# ---- block 1 ----
<file path="config.mk">
export PLATFORM = sky130hd
export DESIGN_NAME = systolic_drain1x4
export DESIGN_NICKNAME = d
export VERILOG_FILES = /design/src/rtl/systolic_drain1x4.sv
export SDC_FILE = /design/constraint.sdc
export NUM_CORES = 1
export LEC_CHECK = 0
export CORE_UTILIZATION = 46
export DETAILED_ROUTE_END_ITERATION = 8
export PLACE_DENSITY = 0.8
export SLEW_MARGIN = 40
export SYNTH_ARGS = -nofsm -noshare
export SYNTH_HDL_FRONTEND = slang
export SYNTH_SLANG_ARGS = --single-unit
</file>
<file path="constraint.sdc">
create_clock -name clk -period 3.85 [get_ports clk]
set_input_delay 0.5775 -clock clk [delete_from_list [all_inputs] [get_ports clk]]
set_output_delay 0.5775 -clock clk [all_outputs]
set_load 0.01 [all_outputs]
</file>
<file path="src/rtl/systolic_drain1x4.sv">
// ============================================================================
// Module   : systolic_drain1x4
// Purpose  : Sequences one 1x4 systolic dot-product job, snapshots the four
//            PE accumulators and drains them over a valid/ready port.
//            Optional macro SYSTOLIC_DRAIN_CLR_EN adds the arr_clr pulse.
// Revision : 1.0  initial release
// ============================================================================
`default_nettype none

module systolic_drain1x4 (
    input  logic        clk,
    input  logic        rst,
    input  logic        start,
    input  logic [7:0]  k_len,
    input  logic [31:0] c0,
    input  logic [31:0] c1,
    input  logic [31:0] c2,
    input  logic [31:0] c3,
    input  logic        out_ready,
    output logic        out_valid,
    output logic [31:0] out_data,
    output logic [1:0]  out_idx,
    output logic        busy,
`ifdef SYSTOLIC_DRAIN_CLR_EN
    output logic        arr_clr,
`endif
    output logic        done
);

    localparam logic [1:0] c_IDLE  = 2'd0;
    localparam logic [1:0] c_ACCUM = 2'd1;
    localparam logic [1:0] c_DRAIN = 2'd2;
    localparam logic [1:0] c_FIN   = 2'd3;

    logic [1:0]  r_state;
    logic [8:0]  r_cnt;
    logic [31:0] r_shadow [4];
    logic        r_out_valid;
    logic [31:0] r_out_data;
    logic [1:0]  r_out_idx;
    logic        r_done;
    logic [1:0]  w_next_idx;
    logic        w_xfer;

`ifdef SYSTOLIC_DRAIN_CLR_EN
    logic        r_arr_clr;
    assign arr_clr = r_arr_clr;
`endif

    assign w_next_idx = r_out_idx + 2'd1;
    assign w_xfer     = r_out_valid & out_ready;

    always_ff @(posedge clk) begin
        if (rst) begin
            r_state     <= c_IDLE;
            r_cnt       <= 9'd0;
            r_out_valid <= 1'b0;
            r_out_data  <= 32'd0;
            r_out_idx   <= 2'd0;
            r_done      <= 1'b0;
            for (int i = 0; i < 4; i++) begin
                r_shadow[i] <= 32'd0;
            end
`ifdef SYSTOLIC_DRAIN_CLR_EN
            r_arr_clr   <= 1'b0;
`endif
        end else begin
            r_done <= 1'b0;
`ifdef SYSTOLIC_DRAIN_CLR_EN
            r_arr_clr <= 1'b0;
`endif
            case (r_state)
                c_IDLE: begin
                    if (start && (k_len != 8'd0)) begin
                        // Counter reaches zero in cycle K+3 (start cycle is 0),
                        // when PE3's final value is on c3.
                        r_cnt   <= {1'b0, k_len} + 9'd2;
                        r_state <= c_ACCUM;
                    end
                end
                c_ACCUM: begin
                    if (r_cnt == 9'd0) begin
                        r_shadow[0] <= c0;
                        r_shadow[1] <= c1;
                        r_shadow[2] <= c2;
                        r_shadow[3] <= c3;
                        r_out_data  <= c0;
                        r_out_idx   <= 2'd0;
                        r_out_valid <= 1'b1;
                        r_state     <= c_DRAIN;
`ifdef SYSTOLIC_DRAIN_CLR_EN
                        r_arr_clr   <= 1'b1;
`endif
                    end else begin
                        r_cnt <= r_cnt - 9'd1;
                    end
                end
                c_DRAIN: begin
                    if (w_xfer) begin
                        if (r_out_idx == 2'd3) begin
                            r_out_valid <= 1'b0;
                            r_done      <= 1'b1;
                            r_state     <= c_FIN;
                        end else begin
                            r_out_idx  <= w_next_idx;
                            r_out_data <= r_shadow[w_next_idx];
                        end
                    end
                end
                c_FIN: begin
                    r_state <= c_IDLE;
                end
                default: begin
                    r_state <= c_IDLE;
                end
            endcase
        end
    end

    assign out_valid = r_out_valid;
    assign out_data  = r_out_data;
    assign out_idx   = r_out_idx;
    assign done      = r_done;
    assign busy      = (r_state != c_IDLE);

endmodule

`default_nettype wire

</file>
==> results_slide.txt <==
Physical Implementation Snapshot

Run status
  – Status: completed

Clock tree
  – CTS tree: built
  – CTS Hold Buffers Added: 0
  – CTS clock-pin slew for the worst setup and hold paths: 60 ps
  – Latency at later pin: 430 ps

Setup path
  – R2R cell count: 6
  – Top delay family on crit path: buffers and inverters
  – CP startpoint kind: flip-flop
  – R2r startpoint: r_state[1]
  – Crit path DRT: 3920 ps
  – Critical R2R Capture: r_shadow[2][16]

Finish
  – Register area: roughly 4800 um^2
  – Most frequent cells in the layout: 175 x clkdlybuf4s50_1, 128 x and3_1, 128 x edfxtp_1
  – Core Util, Final: between 60% and 70%
  – Clk cell area share: 5.38%
  – Final cell count without fillers: ~1000
  – Inverter count: 10
  – Diodes inserted: 0
  – Layout fillers: 1309

Placed design
  – Routability-driven placement congestion ratio: 0.904
  – PortBufs: 176

Route
  – Drt pass-1 iters: 5
  – Initial DRC count: approximately 500
  – Vias: 5949
  – Post-Route WL: 20.8 mm

Global route
  – Initial antenna violation count: 0
  – GR Layer Usage met2: 37.2%

STA
  – Max-slew violation count: 0
  – Minimum clock period: around 2800 ps
  – Final setup viols: 0
  – Final TNS setup: 0 ps

Power
  – P_comb: about 2.4 mW
  – Main power group: sequential cells
  – Psw: 2.28 mW

Flow run
  – Tool warning count: 31
  – Number of max-cap violations: 0

Floorplanning
  – TAP cells: ~230
  – DIE WIDTH: 135 um

Synth
  – Top area cell types: edfxtp_1 47%, dfxtp_1 11%, and3_1 9.8%
  – Nets at Floorplan: 759
  – Leading area contributor after synthesis: edfxtp_1
**Block 1: clock wires, drivers and flops**

Scale bar: 50 um.
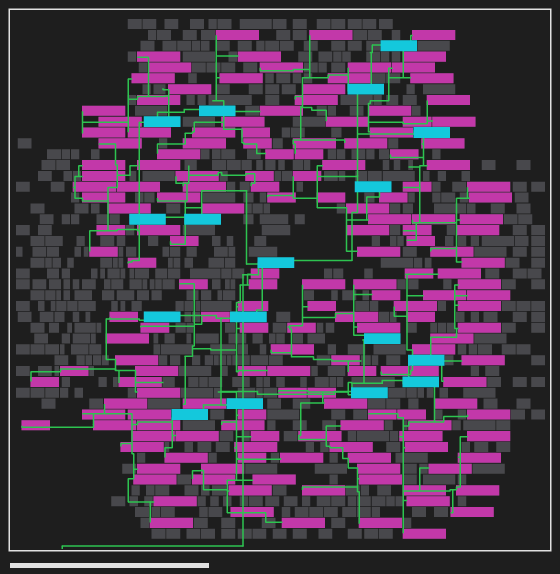
legend:
  cells driving clock nets:
    colour: cyan
    count: 17
  clock wires:
    colour: green
    length: 1910 um
  flip-flops:
    colour: magenta
    count: 175
flops lie: widely spread
routed clock nets: 18

**Block 1: track usage over the die**

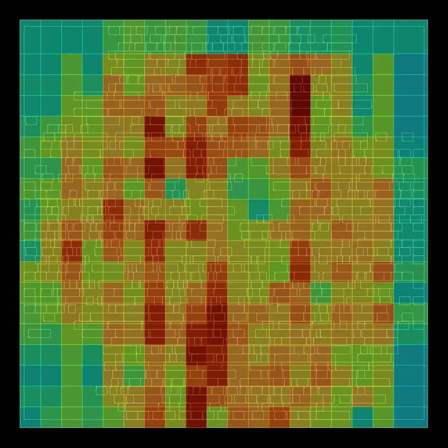
grt met3 use: 4.79%
gr usage total: 23.1%


# ---- block 2 ----
**Block 2: track usage over the die**

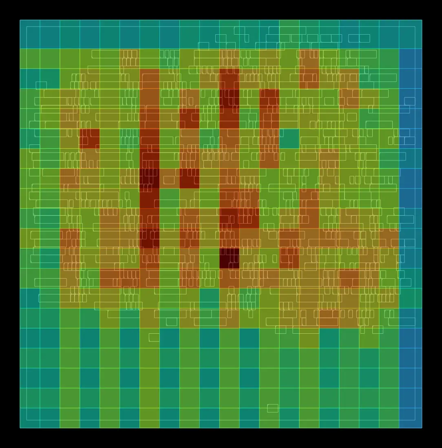
**Block 2: clock wires, drivers and flops**

Scale bar: 50 um.
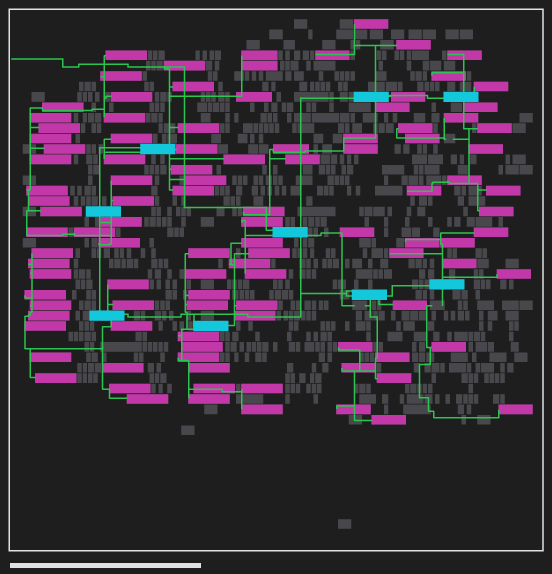
### src/rtl/recovered_frame_builder_pkg.sv
// Shared encodings and defaults for the recovered item frame builder.
// Optional SEQ byte is enabled by defining FRAME_SEQ_EN.
package recovered_frame_builder_pkg;

  typedef enum logic [2:0] {
    ST_IDLE,
    ST_SYNC,
    ST_SEQ,
    ST_PAY,
    ST_CSUM
  } frame_state_t;

  localparam logic [7:0] DEF_SYNC_BYTE = 8'hA5;

  // Two's complement so that sum + checksum wraps to zero.
  function automatic logic [7:0] csum_of(input logic [7:0] sum);
    return ~sum + 8'd1;
  endfunction

endpackage

### src/rtl/recovered_frame_builder_fifo.sv
// Item FIFO for the frame builder: DEPTH x 8, pointers with a wrap bit.
// Also exposes the entry behind the head so a popping reader can prefetch.
module frame_item_fifo #(
  parameter int DEPTH = 8
) (
  input  logic                       clk,
  input  logic                       rst,
  input  logic                       push,
  input  logic                       pop,
  input  logic [7:0]                 data,
  output logic [7:0]                 head,
  output logic [7:0]                 next_head,
  output logic                       full,
  output logic                       empty,
  output logic [$clog2(DEPTH):0]     level
);

  localparam int AW = $clog2(DEPTH);

  logic [7:0]    mem [DEPTH];
  logic [AW:0]   wr_ptr;
  logic [AW:0]   rd_ptr;
  logic [AW-1:0] rd_nxt;
  logic          do_push;
  logic          do_pop;

  assign do_push = push & ~full;
  assign do_pop  = pop & ~empty;

  always_ff @(posedge clk or posedge rst) begin
    if (rst) begin
      wr_ptr <= '0;
      rd_ptr <= '0;
    end else begin
      if (do_push) wr_ptr <= wr_ptr + 1'b1;
      if (do_pop)  rd_ptr <= rd_ptr + 1'b1;
    end
  end

  always_ff @(posedge clk) begin
    if (do_push) mem[wr_ptr[AW-1:0]] <= data;
  end

  assign rd_nxt    = rd_ptr[AW-1:0] + 1'b1;
  assign head      = mem[rd_ptr[AW-1:0]];
  assign next_head = mem[rd_nxt];
  assign level     = wr_ptr - rd_ptr;
  assign empty     = (wr_ptr == rd_ptr);
  assign full      = (wr_ptr[AW] != rd_ptr[AW]) &&
                     (wr_ptr[AW-1:0] == rd_ptr[AW-1:0]);

endmodule

### src/rtl/recovered_frame_builder.sv
// Frames buffered recovered items as SYNC, [SEQ], payload, CHECKSUM bytes.
// Define FRAME_SEQ_EN to insert a rolling sequence byte after SYNC.
module recovered_frame_builder
  import recovered_frame_builder_pkg::*;
#(
  parameter int          FRAME_LEN = 4,
  parameter int          DEPTH     = 8,
  parameter logic [7:0]  SYNC_BYTE = DEF_SYNC_BYTE
) (
  input  logic                    clk,
  input  logic                    rst,
  input  logic                    item_valid,
  input  logic [7:0]              item_data,
  output logic                    frame_valid,
  input  logic                    frame_ready,
  output logic [7:0]              frame_data,
  output logic                    frame_sof,
  output logic                    frame_eof,
  output logic [7:0]              drop_cnt,
  output logic [$clog2(DEPTH):0]  fifo_level
);

  localparam int LW = $clog2(DEPTH) + 1;
  localparam int CW = $clog2(FRAME_LEN + 1);
  localparam logic [LW-1:0] LEN_L = LW'(FRAME_LEN);
  localparam logic [CW-1:0] LAST  = CW'(FRAME_LEN - 1);

  frame_state_t  state, state_n;
  logic          valid_n, sof_n, eof_n;
  logic [7:0]    data_n;
  logic [CW-1:0] cnt, cnt_n;
  logic [7:0]    acc, acc_n, sum_n;
  logic          accept, push, pop;
  logic          full, empty;
  logic [7:0]    head, next_head;
`ifdef FRAME_SEQ_EN
  logic [7:0]    seq;
`endif

  assign accept = frame_valid & frame_ready;
  assign push   = item_valid & ~full;
  assign sum_n  = acc + frame_data;

  frame_item_fifo #(.DEPTH(DEPTH)) u_fifo (
    .clk       (clk),
    .rst       (rst),
    .push      (push),
    .pop       (pop),
    .data      (item_data),
    .head      (head),
    .next_head (next_head),
    .full      (full),
    .empty     (empty),
    .level     (fifo_level)
  );

  always_ff @(posedge clk or posedge rst) begin
    if (rst) begin
      state       <= ST_IDLE;
      frame_valid <= 1'b0;
      frame_data  <= '0;
      frame_sof   <= 1'b0;
      frame_eof   <= 1'b0;
      cnt         <= '0;
      acc         <= '0;
    end else begin
      state       <= state_n;
      frame_valid <= valid_n;
      frame_data  <= data_n;
      frame_sof   <= sof_n;
      frame_eof   <= eof_n;
      cnt         <= cnt_n;
      acc         <= acc_n;
    end
  end

  always_ff @(posedge clk or posedge rst) begin
    if (rst) begin
      drop_cnt <= '0;
    end else if (item_valid && full && drop_cnt != 8'hFF) begin
      drop_cnt <= drop_cnt + 1'b1;
    end
  end

`ifdef FRAME_SEQ_EN
  always_ff @(posedge clk or posedge rst) begin
    if (rst) begin
      seq <= '0;
    end else if (state == ST_CSUM && accept) begin
      seq <= seq + 1'b1;
    end
  end
`endif

  // Outputs are registered, so each branch loads the byte shown next.
  always_comb begin
    state_n = state;
    valid_n = frame_valid;
    data_n  = frame_data;
    sof_n   = frame_sof;
    eof_n   = frame_eof;
    cnt_n   = cnt;
    acc_n   = acc;
    pop     = 1'b0;
    unique case (state)
      ST_IDLE: begin
        if (fifo_level >= LEN_L) begin
          state_n = ST_SYNC;
          valid_n = 1'b1;
          data_n  = SYNC_BYTE;
          sof_n   = 1'b1;
        end
      end
      ST_SYNC: begin
        if (accept) begin
          sof_n = 1'b0;
          acc_n = '0;
          cnt_n = '0;
`ifdef FRAME_SEQ_EN
          state_n = ST_SEQ;
          data_n  = seq;
`else
          state_n = ST_PAY;
          data_n  = head;
`endif
        end
      end
`ifdef FRAME_SEQ_EN
      ST_SEQ: begin
        if (accept) begin
          acc_n   = seq;
          state_n = ST_PAY;
          data_n  = head;
        end
      end
`endif
      ST_PAY: begin
        if (accept) begin
          pop   = ~empty;
          acc_n = sum_n;
          if (cnt == LAST) begin
            state_n = ST_CSUM;
            data_n  = csum_of(sum_n);
            eof_n   = 1'b1;
          end else begin
            cnt_n  = cnt + 1'b1;
            data_n = next_head;
          end
        end
      end
      ST_CSUM: begin
        if (accept) begin
          state_n = ST_IDLE;
          valid_n = 1'b0;
          data_n  = '0;
          eof_n   = 1'b0;
        end
      end
      default: state_n = ST_IDLE;
    endcase
  end

endmodule

### config.mk
export PLATFORM = sky130hd
export DESIGN_NAME = recovered_frame_builder
export DESIGN_NICKNAME = d
export VERILOG_FILES = /design/src/rtl/recovered_frame_builder_pkg.sv /design/src/rtl/recovered_frame_builder_fifo.sv /design/src/rtl/recovered_frame_builder.sv
export SDC_FILE = /design/constraint.sdc
export NUM_CORES = 1
export LEC_CHECK = 0
export ABC_AREA = 1
export ABC_CLOCK_PERIOD_IN_PS = 2600
export CORE_AREA = 2 2 137 139
export CTS_CLUSTER_DIAMETER = 30
export DETAILED_ROUTE_END_ITERATION = 16
export DIE_AREA = 0 0 139 141
export RECOVER_POWER = 50
export SLEW_MARGIN = 10
export SYNTH_ARGS = -nofsm -noshare
export SYNTH_HDL_FRONTEND = slang
export SYNTH_HIERARCHICAL = 1
export SYNTH_SLANG_ARGS = --single-unit
### constraint.sdc
create_clock -name clk -period 2.6 [get_ports clk]
set_input_delay 0.26 -clock clk [delete_from_list [all_inputs] [get_ports clk]]
set_output_delay 0.26 -clock clk [all_outputs]
set_load 0.01 [all_outputs]
==> results_slide.txt <==
Physical Implementation Snapshot

Route
  – Vias: 5082
  – ANT nets after route: 0
  – Met3 Routed Length: 771 um

Synth
  – Commonest flop: edfxtp_1
  – Post-synth ARST share: 39.0%
  – Sequential-to-total area share from yosys stat: 47.0%
  – Post-synth regs: 105
  – Cell Area, Synth: 6280 um^2
  – Area leader share: 30.6%
  – Ao+oa area frac: 4.19%

Setup path
  – Max stage delay on crit path: 530 ps
  – Slowest CP cell: clkdlybuf4s50_1
  – Worst setup path start: u_fifo/wr_ptr[0]
  – Top delay family on crit path: buffers and inverters

Clock tree
  – Latency at later pin: 360 ps
  – Post-cts resize count: 3
  – Post-CTS Setup Inserts: 0

Placed design
  – PortBufs: 34
  – Place WS: 253 ps
  – Routability-driven placement congestion ratio: 0.821

STA
  – Max-slew violation count: 34
  – Fin. Hold Viols: 0
  – Relative slew margins: -27.4%
  – Final setup viols: 0

Finish
  – Max reg flops: 64
  – Core Util, Final: approximately two fifths
  – Signal buf overhead: 7.09%
  – Share of cells above drive strength 1: 9.58%
  – Comb/total area: a little under two fifths
  – Final cell count without fillers: 1090
  – # clk buffers: 9
  – Final Instance Area: 7290 um^2

Global route
  – Initial antenna violation count: 0
  – Grt total ovfl: 0
  – Met1 usage: 21.4%
  – Largest net degree at the start of global routing: 37

Run status
  – Status: finished with violations
  – Failing checks: max-capacitance violations, max-slew violations

Power
  – Main power group: combinational logic
  – Seq group: 2.39 mW
  – Sequential share of power: 27.2%
  – Clock net power: 1.42 mW
  – Leak Pwr: 3.53 nW

Flow run
  – Number of max-cap violations: 1
About 'track usage over the die' of block 2:
GR Layer Usage met2: 27.6%
grt met3 use: 3.40%
routed len/inst: 14.0 um

About 'clock wires, drivers and flops' of block 2:
legend:
  clock wires:
    colour: green
    length: 1320 um
  flip-flops:
    colour: magenta
    count: 105
  cells driving clock nets:
    colour: cyan
    count: 9
routed clock nets: 10


# ---- block 3 ----
$ cat src/rtl/stm32_bus_pkg.sv
// Shared definitions for the STM32 parallel-bus blocks: streamer FSM states,
// bus command codes, status-byte layout and a constant-width helper.
package stm32_bus_pkg;

  // Streamer FSM. LOAD waits for the byte request that starts a new frame.
  // That same request emits the frame's first byte, which is the status byte
  // when one is configured. SEND shifts out the rest of the frame.
  typedef enum logic [1:0] {
    ST_IDLE = 2'd0,
    ST_LOAD = 2'd1,
    ST_SEND = 2'd2
  } stream_state_e;

  // Bus command codes decoded upstream by the command decoder
  localparam logic [7:0] CMD_NOP     = 8'd0;
  localparam logic [7:0] CMD_STATUS  = 8'd1;
  localparam logic [7:0] CMD_TX_IQ   = 8'd3;
  localparam logic [7:0] CMD_RX_IQ   = 8'd4;
  localparam logic [7:0] CMD_RX_STOP = 8'd5;

  // Status-byte bit positions
  localparam int STAT_OVF_BIT = 7;
  localparam int STAT_UNF_BIT = 6;
  localparam int STAT_LVL_MSB = 5;

  // Ceiling log2, usable in port and parameter widths
  function automatic int clog2(input int value);
    int result;
    int v;
    result = 0;
    v = value - 1;
    while (v > 0) begin
      result++;
      v = v >> 1;
    end
    return result;
  endfunction

endpackage

$ cat src/rtl/iq_frame_fifo.sv
// Synchronous frame FIFO. A separate level counter keeps full and empty
// unambiguous. The read data is the word at the read pointer (first-word
// fall-through), so a pop can forward that word in the same cycle.
module iq_frame_fifo
  import stm32_bus_pkg::*;
#(
  parameter int WIDTH = 128,
  parameter int DEPTH = 8
) (
  input  logic                  clk_in,
  input  logic                  reset,
  input  logic                  push,
  input  logic                  pop,
  input  logic [WIDTH-1:0]      wr_data,
  output logic [WIDTH-1:0]      rd_data,
  output logic [clog2(DEPTH):0] level,
  output logic                  full,
  output logic                  empty
);

  localparam int AW = clog2(DEPTH);
  localparam logic [AW:0] LEVEL_FULL = (AW + 1)'(DEPTH);

  logic [WIDTH-1:0] mem [DEPTH];
  logic [AW-1:0]    wr_ptr;
  logic [AW-1:0]    rd_ptr;
  logic             push_ok;
  logic             pop_ok;

  assign full    = (level == LEVEL_FULL);
  assign empty   = (level == '0);
  assign pop_ok  = pop && !empty;
  // A pop in the same cycle frees the slot that a push into a full FIFO needs
  assign push_ok = push && (!full || pop_ok);
  assign rd_data = mem[rd_ptr];

  // Storage write
  // NOTE: the array has no reset. Resetting the pointers and the level makes
  // stale words unreachable, and leaving it unreset lets it map onto plain RAM.
  always_ff @(posedge clk_in) begin
    if (push_ok) mem[wr_ptr] <= wr_data;
  end

  // Pointers wrap naturally at the power-of-two depth; level tracks occupancy
  // NOTE: sequential state uses non-blocking assignments so that every
  // register samples the pre-edge values, whatever the statement order.
  always_ff @(posedge clk_in or posedge reset) begin
    if (reset) begin
      wr_ptr <= '0;
      rd_ptr <= '0;
      level  <= '0;
    end else begin
      if (push_ok) wr_ptr <= wr_ptr + 1'b1;
      if (pop_ok)  rd_ptr <= rd_ptr + 1'b1;
      case ({push_ok, pop_ok})
        2'b10:   level <= level + 1'b1;
        2'b01:   level <= level - 1'b1;
        default: level <= level;
      endcase
    end
  end

endmodule

$ cat src/rtl/stm32_iq_streamer.sv
// Buffers N-channel I/Q frames and serialises them byte-wise onto the 8-bit
// STM32 bus. A frame is an optional status byte, followed by Q then I of each
// enabled channel in ascending channel order, each sample MSB-first.
module stm32_iq_streamer
  import stm32_bus_pkg::*;
#(
  parameter int CHANNELS     = 2,
  parameter int SAMPLE_WIDTH = 32,
  parameter int FIFO_DEPTH   = 8,
  parameter int STATUS_BYTE  = 1
) (
  input  logic                             clk_in,
  input  logic                             reset,
  input  logic                             iq_valid,
  input  logic [CHANNELS*SAMPLE_WIDTH-1:0] rx_i,
  input  logic [CHANNELS*SAMPLE_WIDTH-1:0] rx_q,
  input  logic [CHANNELS-1:0]              chan_mask,
  input  logic                             stream_start,
  input  logic                             stream_stop,
  input  logic                             byte_req,
  output logic [7:0]                       data_out,
  output logic                             data_valid,
  output logic                             data_oe,
  output logic [clog2(FIFO_DEPTH):0]       fifo_level,
  output logic                             overflow,
  output logic [15:0]                      underflow_cnt
);

  localparam int SW      = SAMPLE_WIDTH;
  localparam int FRAME_W = CHANNELS * 2 * SW;
  localparam int BPS     = SW / 8;
  localparam int MAX_LEN = STATUS_BYTE + CHANNELS * 2 * BPS;
  localparam int CNT_W   = clog2(MAX_LEN + 1);
  localparam int LVL_W   = clog2(FIFO_DEPTH) + 1;

  stream_state_e      state;
  logic [FRAME_W-1:0] fifo_rd;
  logic               fifo_full;
  logic               fifo_empty;
  logic               load_fire;
  logic               send_fire;
  logic               pop;
  logic               drop;
  logic [FRAME_W-1:0] src_frame;
  logic [FRAME_W-1:0] packed_payload;
  logic [FRAME_W-1:0] payload;
  logic [CNT_W-1:0]   frame_len;
  logic [CNT_W-1:0]   bytes_left;
  logic [LVL_W-1:0]   level_after;
  logic [6:0]         level_ext;
  logic [7:0]         status_byte;
  int                 slot;

  // Each FIFO word is {all Q samples, all I samples}, channel 0 in the LSBs
  iq_frame_fifo #(
    .WIDTH (FRAME_W),
    .DEPTH (FIFO_DEPTH)
  ) u_fifo (
    .clk_in  (clk_in),
    .reset   (reset),
    .push    (iq_valid),
    .pop     (pop),
    .wr_data ({rx_q, rx_i}),
    .rd_data (fifo_rd),
    .level   (fifo_level),
    .full    (fifo_full),
    .empty   (fifo_empty)
  );

  // Request decode. Start and stop take the cycle, so a byte request
  // arriving with either of them is not served.
  always_comb begin
    load_fire = (state == ST_LOAD) && byte_req && !stream_start && !stream_stop;
    send_fire = (state == ST_SEND) && byte_req && !stream_start && !stream_stop;
    pop       = load_fire && !fifo_empty;
    drop      = iq_valid && fifo_full && !pop;
  end

  // Compact the enabled channels into a left-aligned byte stream and size it
  // NOTE: every always_comb output gets a default first, so no path can leave
  // a variable unassigned and infer a latch.
  always_comb begin
    src_frame      = fifo_empty ? '0 : fifo_rd;
    packed_payload = '0;
    slot           = 0;
    for (int c = 0; c < CHANNELS; c++) begin
      if (chan_mask[c]) begin
        packed_payload[FRAME_W-1-slot*2*SW -: 2*SW] =
          {src_frame[CHANNELS*SW + c*SW +: SW], src_frame[c*SW +: SW]};
        slot++;
      end
    end
    frame_len = CNT_W'(STATUS_BYTE) + CNT_W'(slot * 2 * BPS);
    // An empty mask without a status byte still sends one 0x00 byte
    if (frame_len == '0) frame_len = CNT_W'(1);
  end

  // Status byte: sticky overflow, underflow of this frame, level after the pop
  always_comb begin
    level_after = fifo_level - LVL_W'(pop);
    level_ext   = 7'(level_after);
    status_byte = '0;
    status_byte[STAT_OVF_BIT] = overflow;
    status_byte[STAT_UNF_BIT] = fifo_empty;
    status_byte[STAT_LVL_MSB:0] = (level_ext > 7'd63) ? 6'd63 : level_ext[5:0];
  end

  // Stream FSM, serialiser and accounting, all outputs registered
  always_ff @(posedge clk_in or posedge reset) begin
    if (reset) begin
      state         <= ST_IDLE;
      data_out      <= '0;
      data_valid    <= 1'b0;
      data_oe       <= 1'b0;
      payload       <= '0;
      bytes_left    <= '0;
      overflow      <= 1'b0;
      underflow_cnt <= '0;
    end else begin
      data_valid <= 1'b0;

      if (stream_start)  overflow <= 1'b0;
      else if (drop)     overflow <= 1'b1;

      if (stream_start) begin
        state   <= ST_LOAD;
        data_oe <= 1'b1;
      end else if (stream_stop) begin
        state   <= ST_IDLE;
        data_oe <= 1'b0;
      end else begin
        case (state)
          ST_LOAD: begin
            if (load_fire) begin
              data_valid <= 1'b1;
              if (fifo_empty && (underflow_cnt != 16'hFFFF))
                underflow_cnt <= underflow_cnt + 16'd1;
              if (STATUS_BYTE != 0) begin
                data_out <= status_byte;
                payload  <= packed_payload;
              end else begin
                data_out <= packed_payload[FRAME_W-1 -: 8];
                payload  <= {packed_payload[FRAME_W-9:0], 8'h00};
              end
              // Frame-end decision: single-byte frames stay in LOAD
              if (frame_len > CNT_W'(1)) begin
                state      <= ST_SEND;
                bytes_left <= frame_len - CNT_W'(1);
              end
            end
          end
          ST_SEND: begin
            if (send_fire) begin
              data_valid <= 1'b1;
              data_out   <= payload[FRAME_W-1 -: 8];
              payload    <= {payload[FRAME_W-9:0], 8'h00};
              bytes_left <= bytes_left - CNT_W'(1);
              if (bytes_left == CNT_W'(1)) state <= ST_LOAD;
            end
          end
          default: ;
        endcase
      end
    end
  end

endmodule

$ cat config.mk
export PLATFORM = sky130hd
export DESIGN_NAME = stm32_iq_streamer
export DESIGN_NICKNAME = d
export VERILOG_FILES = /design/src/rtl/stm32_bus_pkg.sv /design/src/rtl/iq_frame_fifo.sv /design/src/rtl/stm32_iq_streamer.sv
export SDC_FILE = /design/constraint.sdc
export NUM_CORES = 1
export LEC_CHECK = 0
export ABC_AREA = 0
export CAP_MARGIN = 20
export CORE_ASPECT_RATIO = 1.5
export CORE_MARGIN = 3
export CORE_UTILIZATION = 51
export DETAILED_ROUTE_END_ITERATION = 8
export GPL_TIMING_DRIVEN = 0
export PLACE_DENSITY_LB_ADDON = 0.3
export SETUP_SLACK_MARGIN = 0.1
export SLEW_MARGIN = 5
export SYNTH_ARGS = -nofsm -noshare
export SYNTH_HDL_FRONTEND = slang
export SYNTH_SLANG_ARGS = --single-unit
$ cat constraint.sdc
create_clock -name clk_in -period 11.4 [get_ports clk_in]
set_input_delay 1.71 -clock clk_in [delete_from_list [all_inputs] [get_ports clk_in]]
set_output_delay 1.71 -clock clk_in [all_outputs]
set_load 0.01 [all_outputs]
**Block 3: clock wires, drivers and flops**

Scale bar: 100 um.
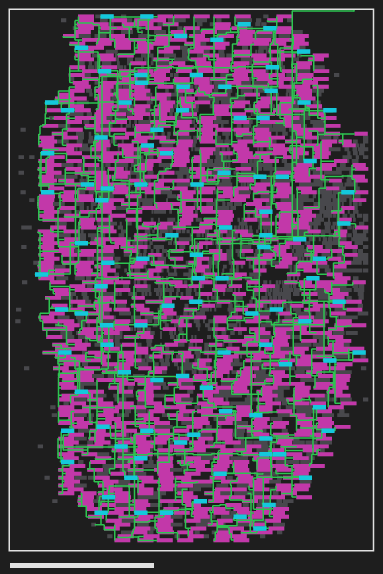
legend:
  clock wires:
    colour: green
    length: 12800 um
  flip-flops:
    colour: magenta
    count: 1196
  cells driving clock nets:
    colour: cyan
    count: 105
routed clock nets: 106

**Block 3: track usage over the die**

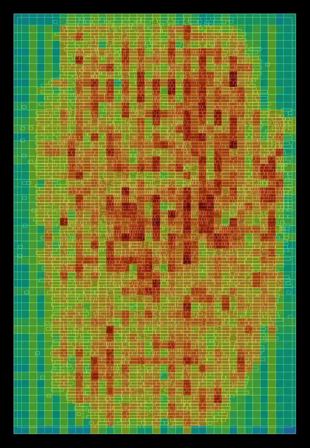
gr usage total: 25.1%
Core Util, Final: 60.3%
GRT busiest layer: met2

==> results_slide.txt <==
Physical Implementation Snapshot

Finish
  – Layout fillers: 6265
  – # clk buffers: 136
  – Final cell count without fillers: 4072
  – Signal buf overhead: 6.43%
  – Final Instance Area: 54500 um^2
  – Diodes inserted: 8

Synth
  – Nets at Floorplan: roughly 2600
  – Simple share: approximately 3.2%
  – XOR Share, Synth: 0.415%
  – Cell Area, Synth: 46500 um^2
  – Top area cell types: edfxtp_1 66%, mux4_2 9.3%, dfrtp_1 9.3%
  – Post-synth regs: 1196
  – Yosys chip area: 46500 um^2

STA
  – Final WS setup: 6650 ps
  – Tcrit/Tclk final: 41.6%

Power
  – Int Pwr: slightly above 9 mW
  – Clock net power: ~3.7 mW

Setup path
  – Crit path DRT: roughly 12000 ps
  – Critical Path, Cell by Cell: clkdlybuf4s50_1, nand4bb_1, clkbuf_1, nand3_1, and2_1, nand2b_1, nor2_4, buf_12, buf_12, buf_16
  – R2R cell count: 8
  – Crit Path Max Fanout: 22

Floorplanning
  – TAP cells: 1164
  – DIE WIDTH: 252 um

Global route
  – Met1 usage: around 32%

Hold path
  – Hold path cells: 1
  – Worst min-delay path category: reg2reg

Route
  – ANT nets after route: 0

Run status
  – Status: completed


==> notes/layouts.md <==
Pictures saved along the way, in no particular order.

Wiring by layer.
panel A
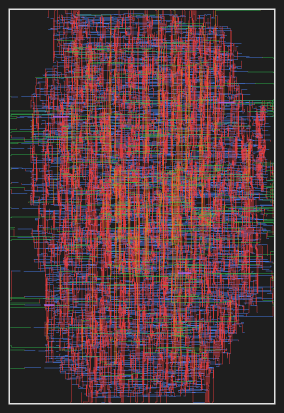
panel B
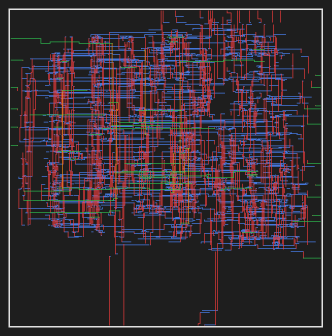
panel C
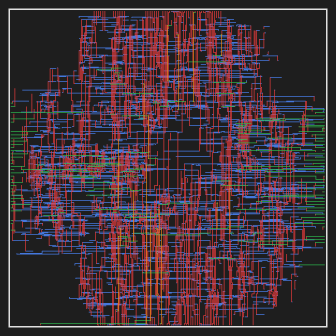
block 2 -> panel B
block 1 -> panel C
block 3 -> panel A
Of these, least wire: panel B

No activity file was given, so power comes from the tool's default toggle rates.
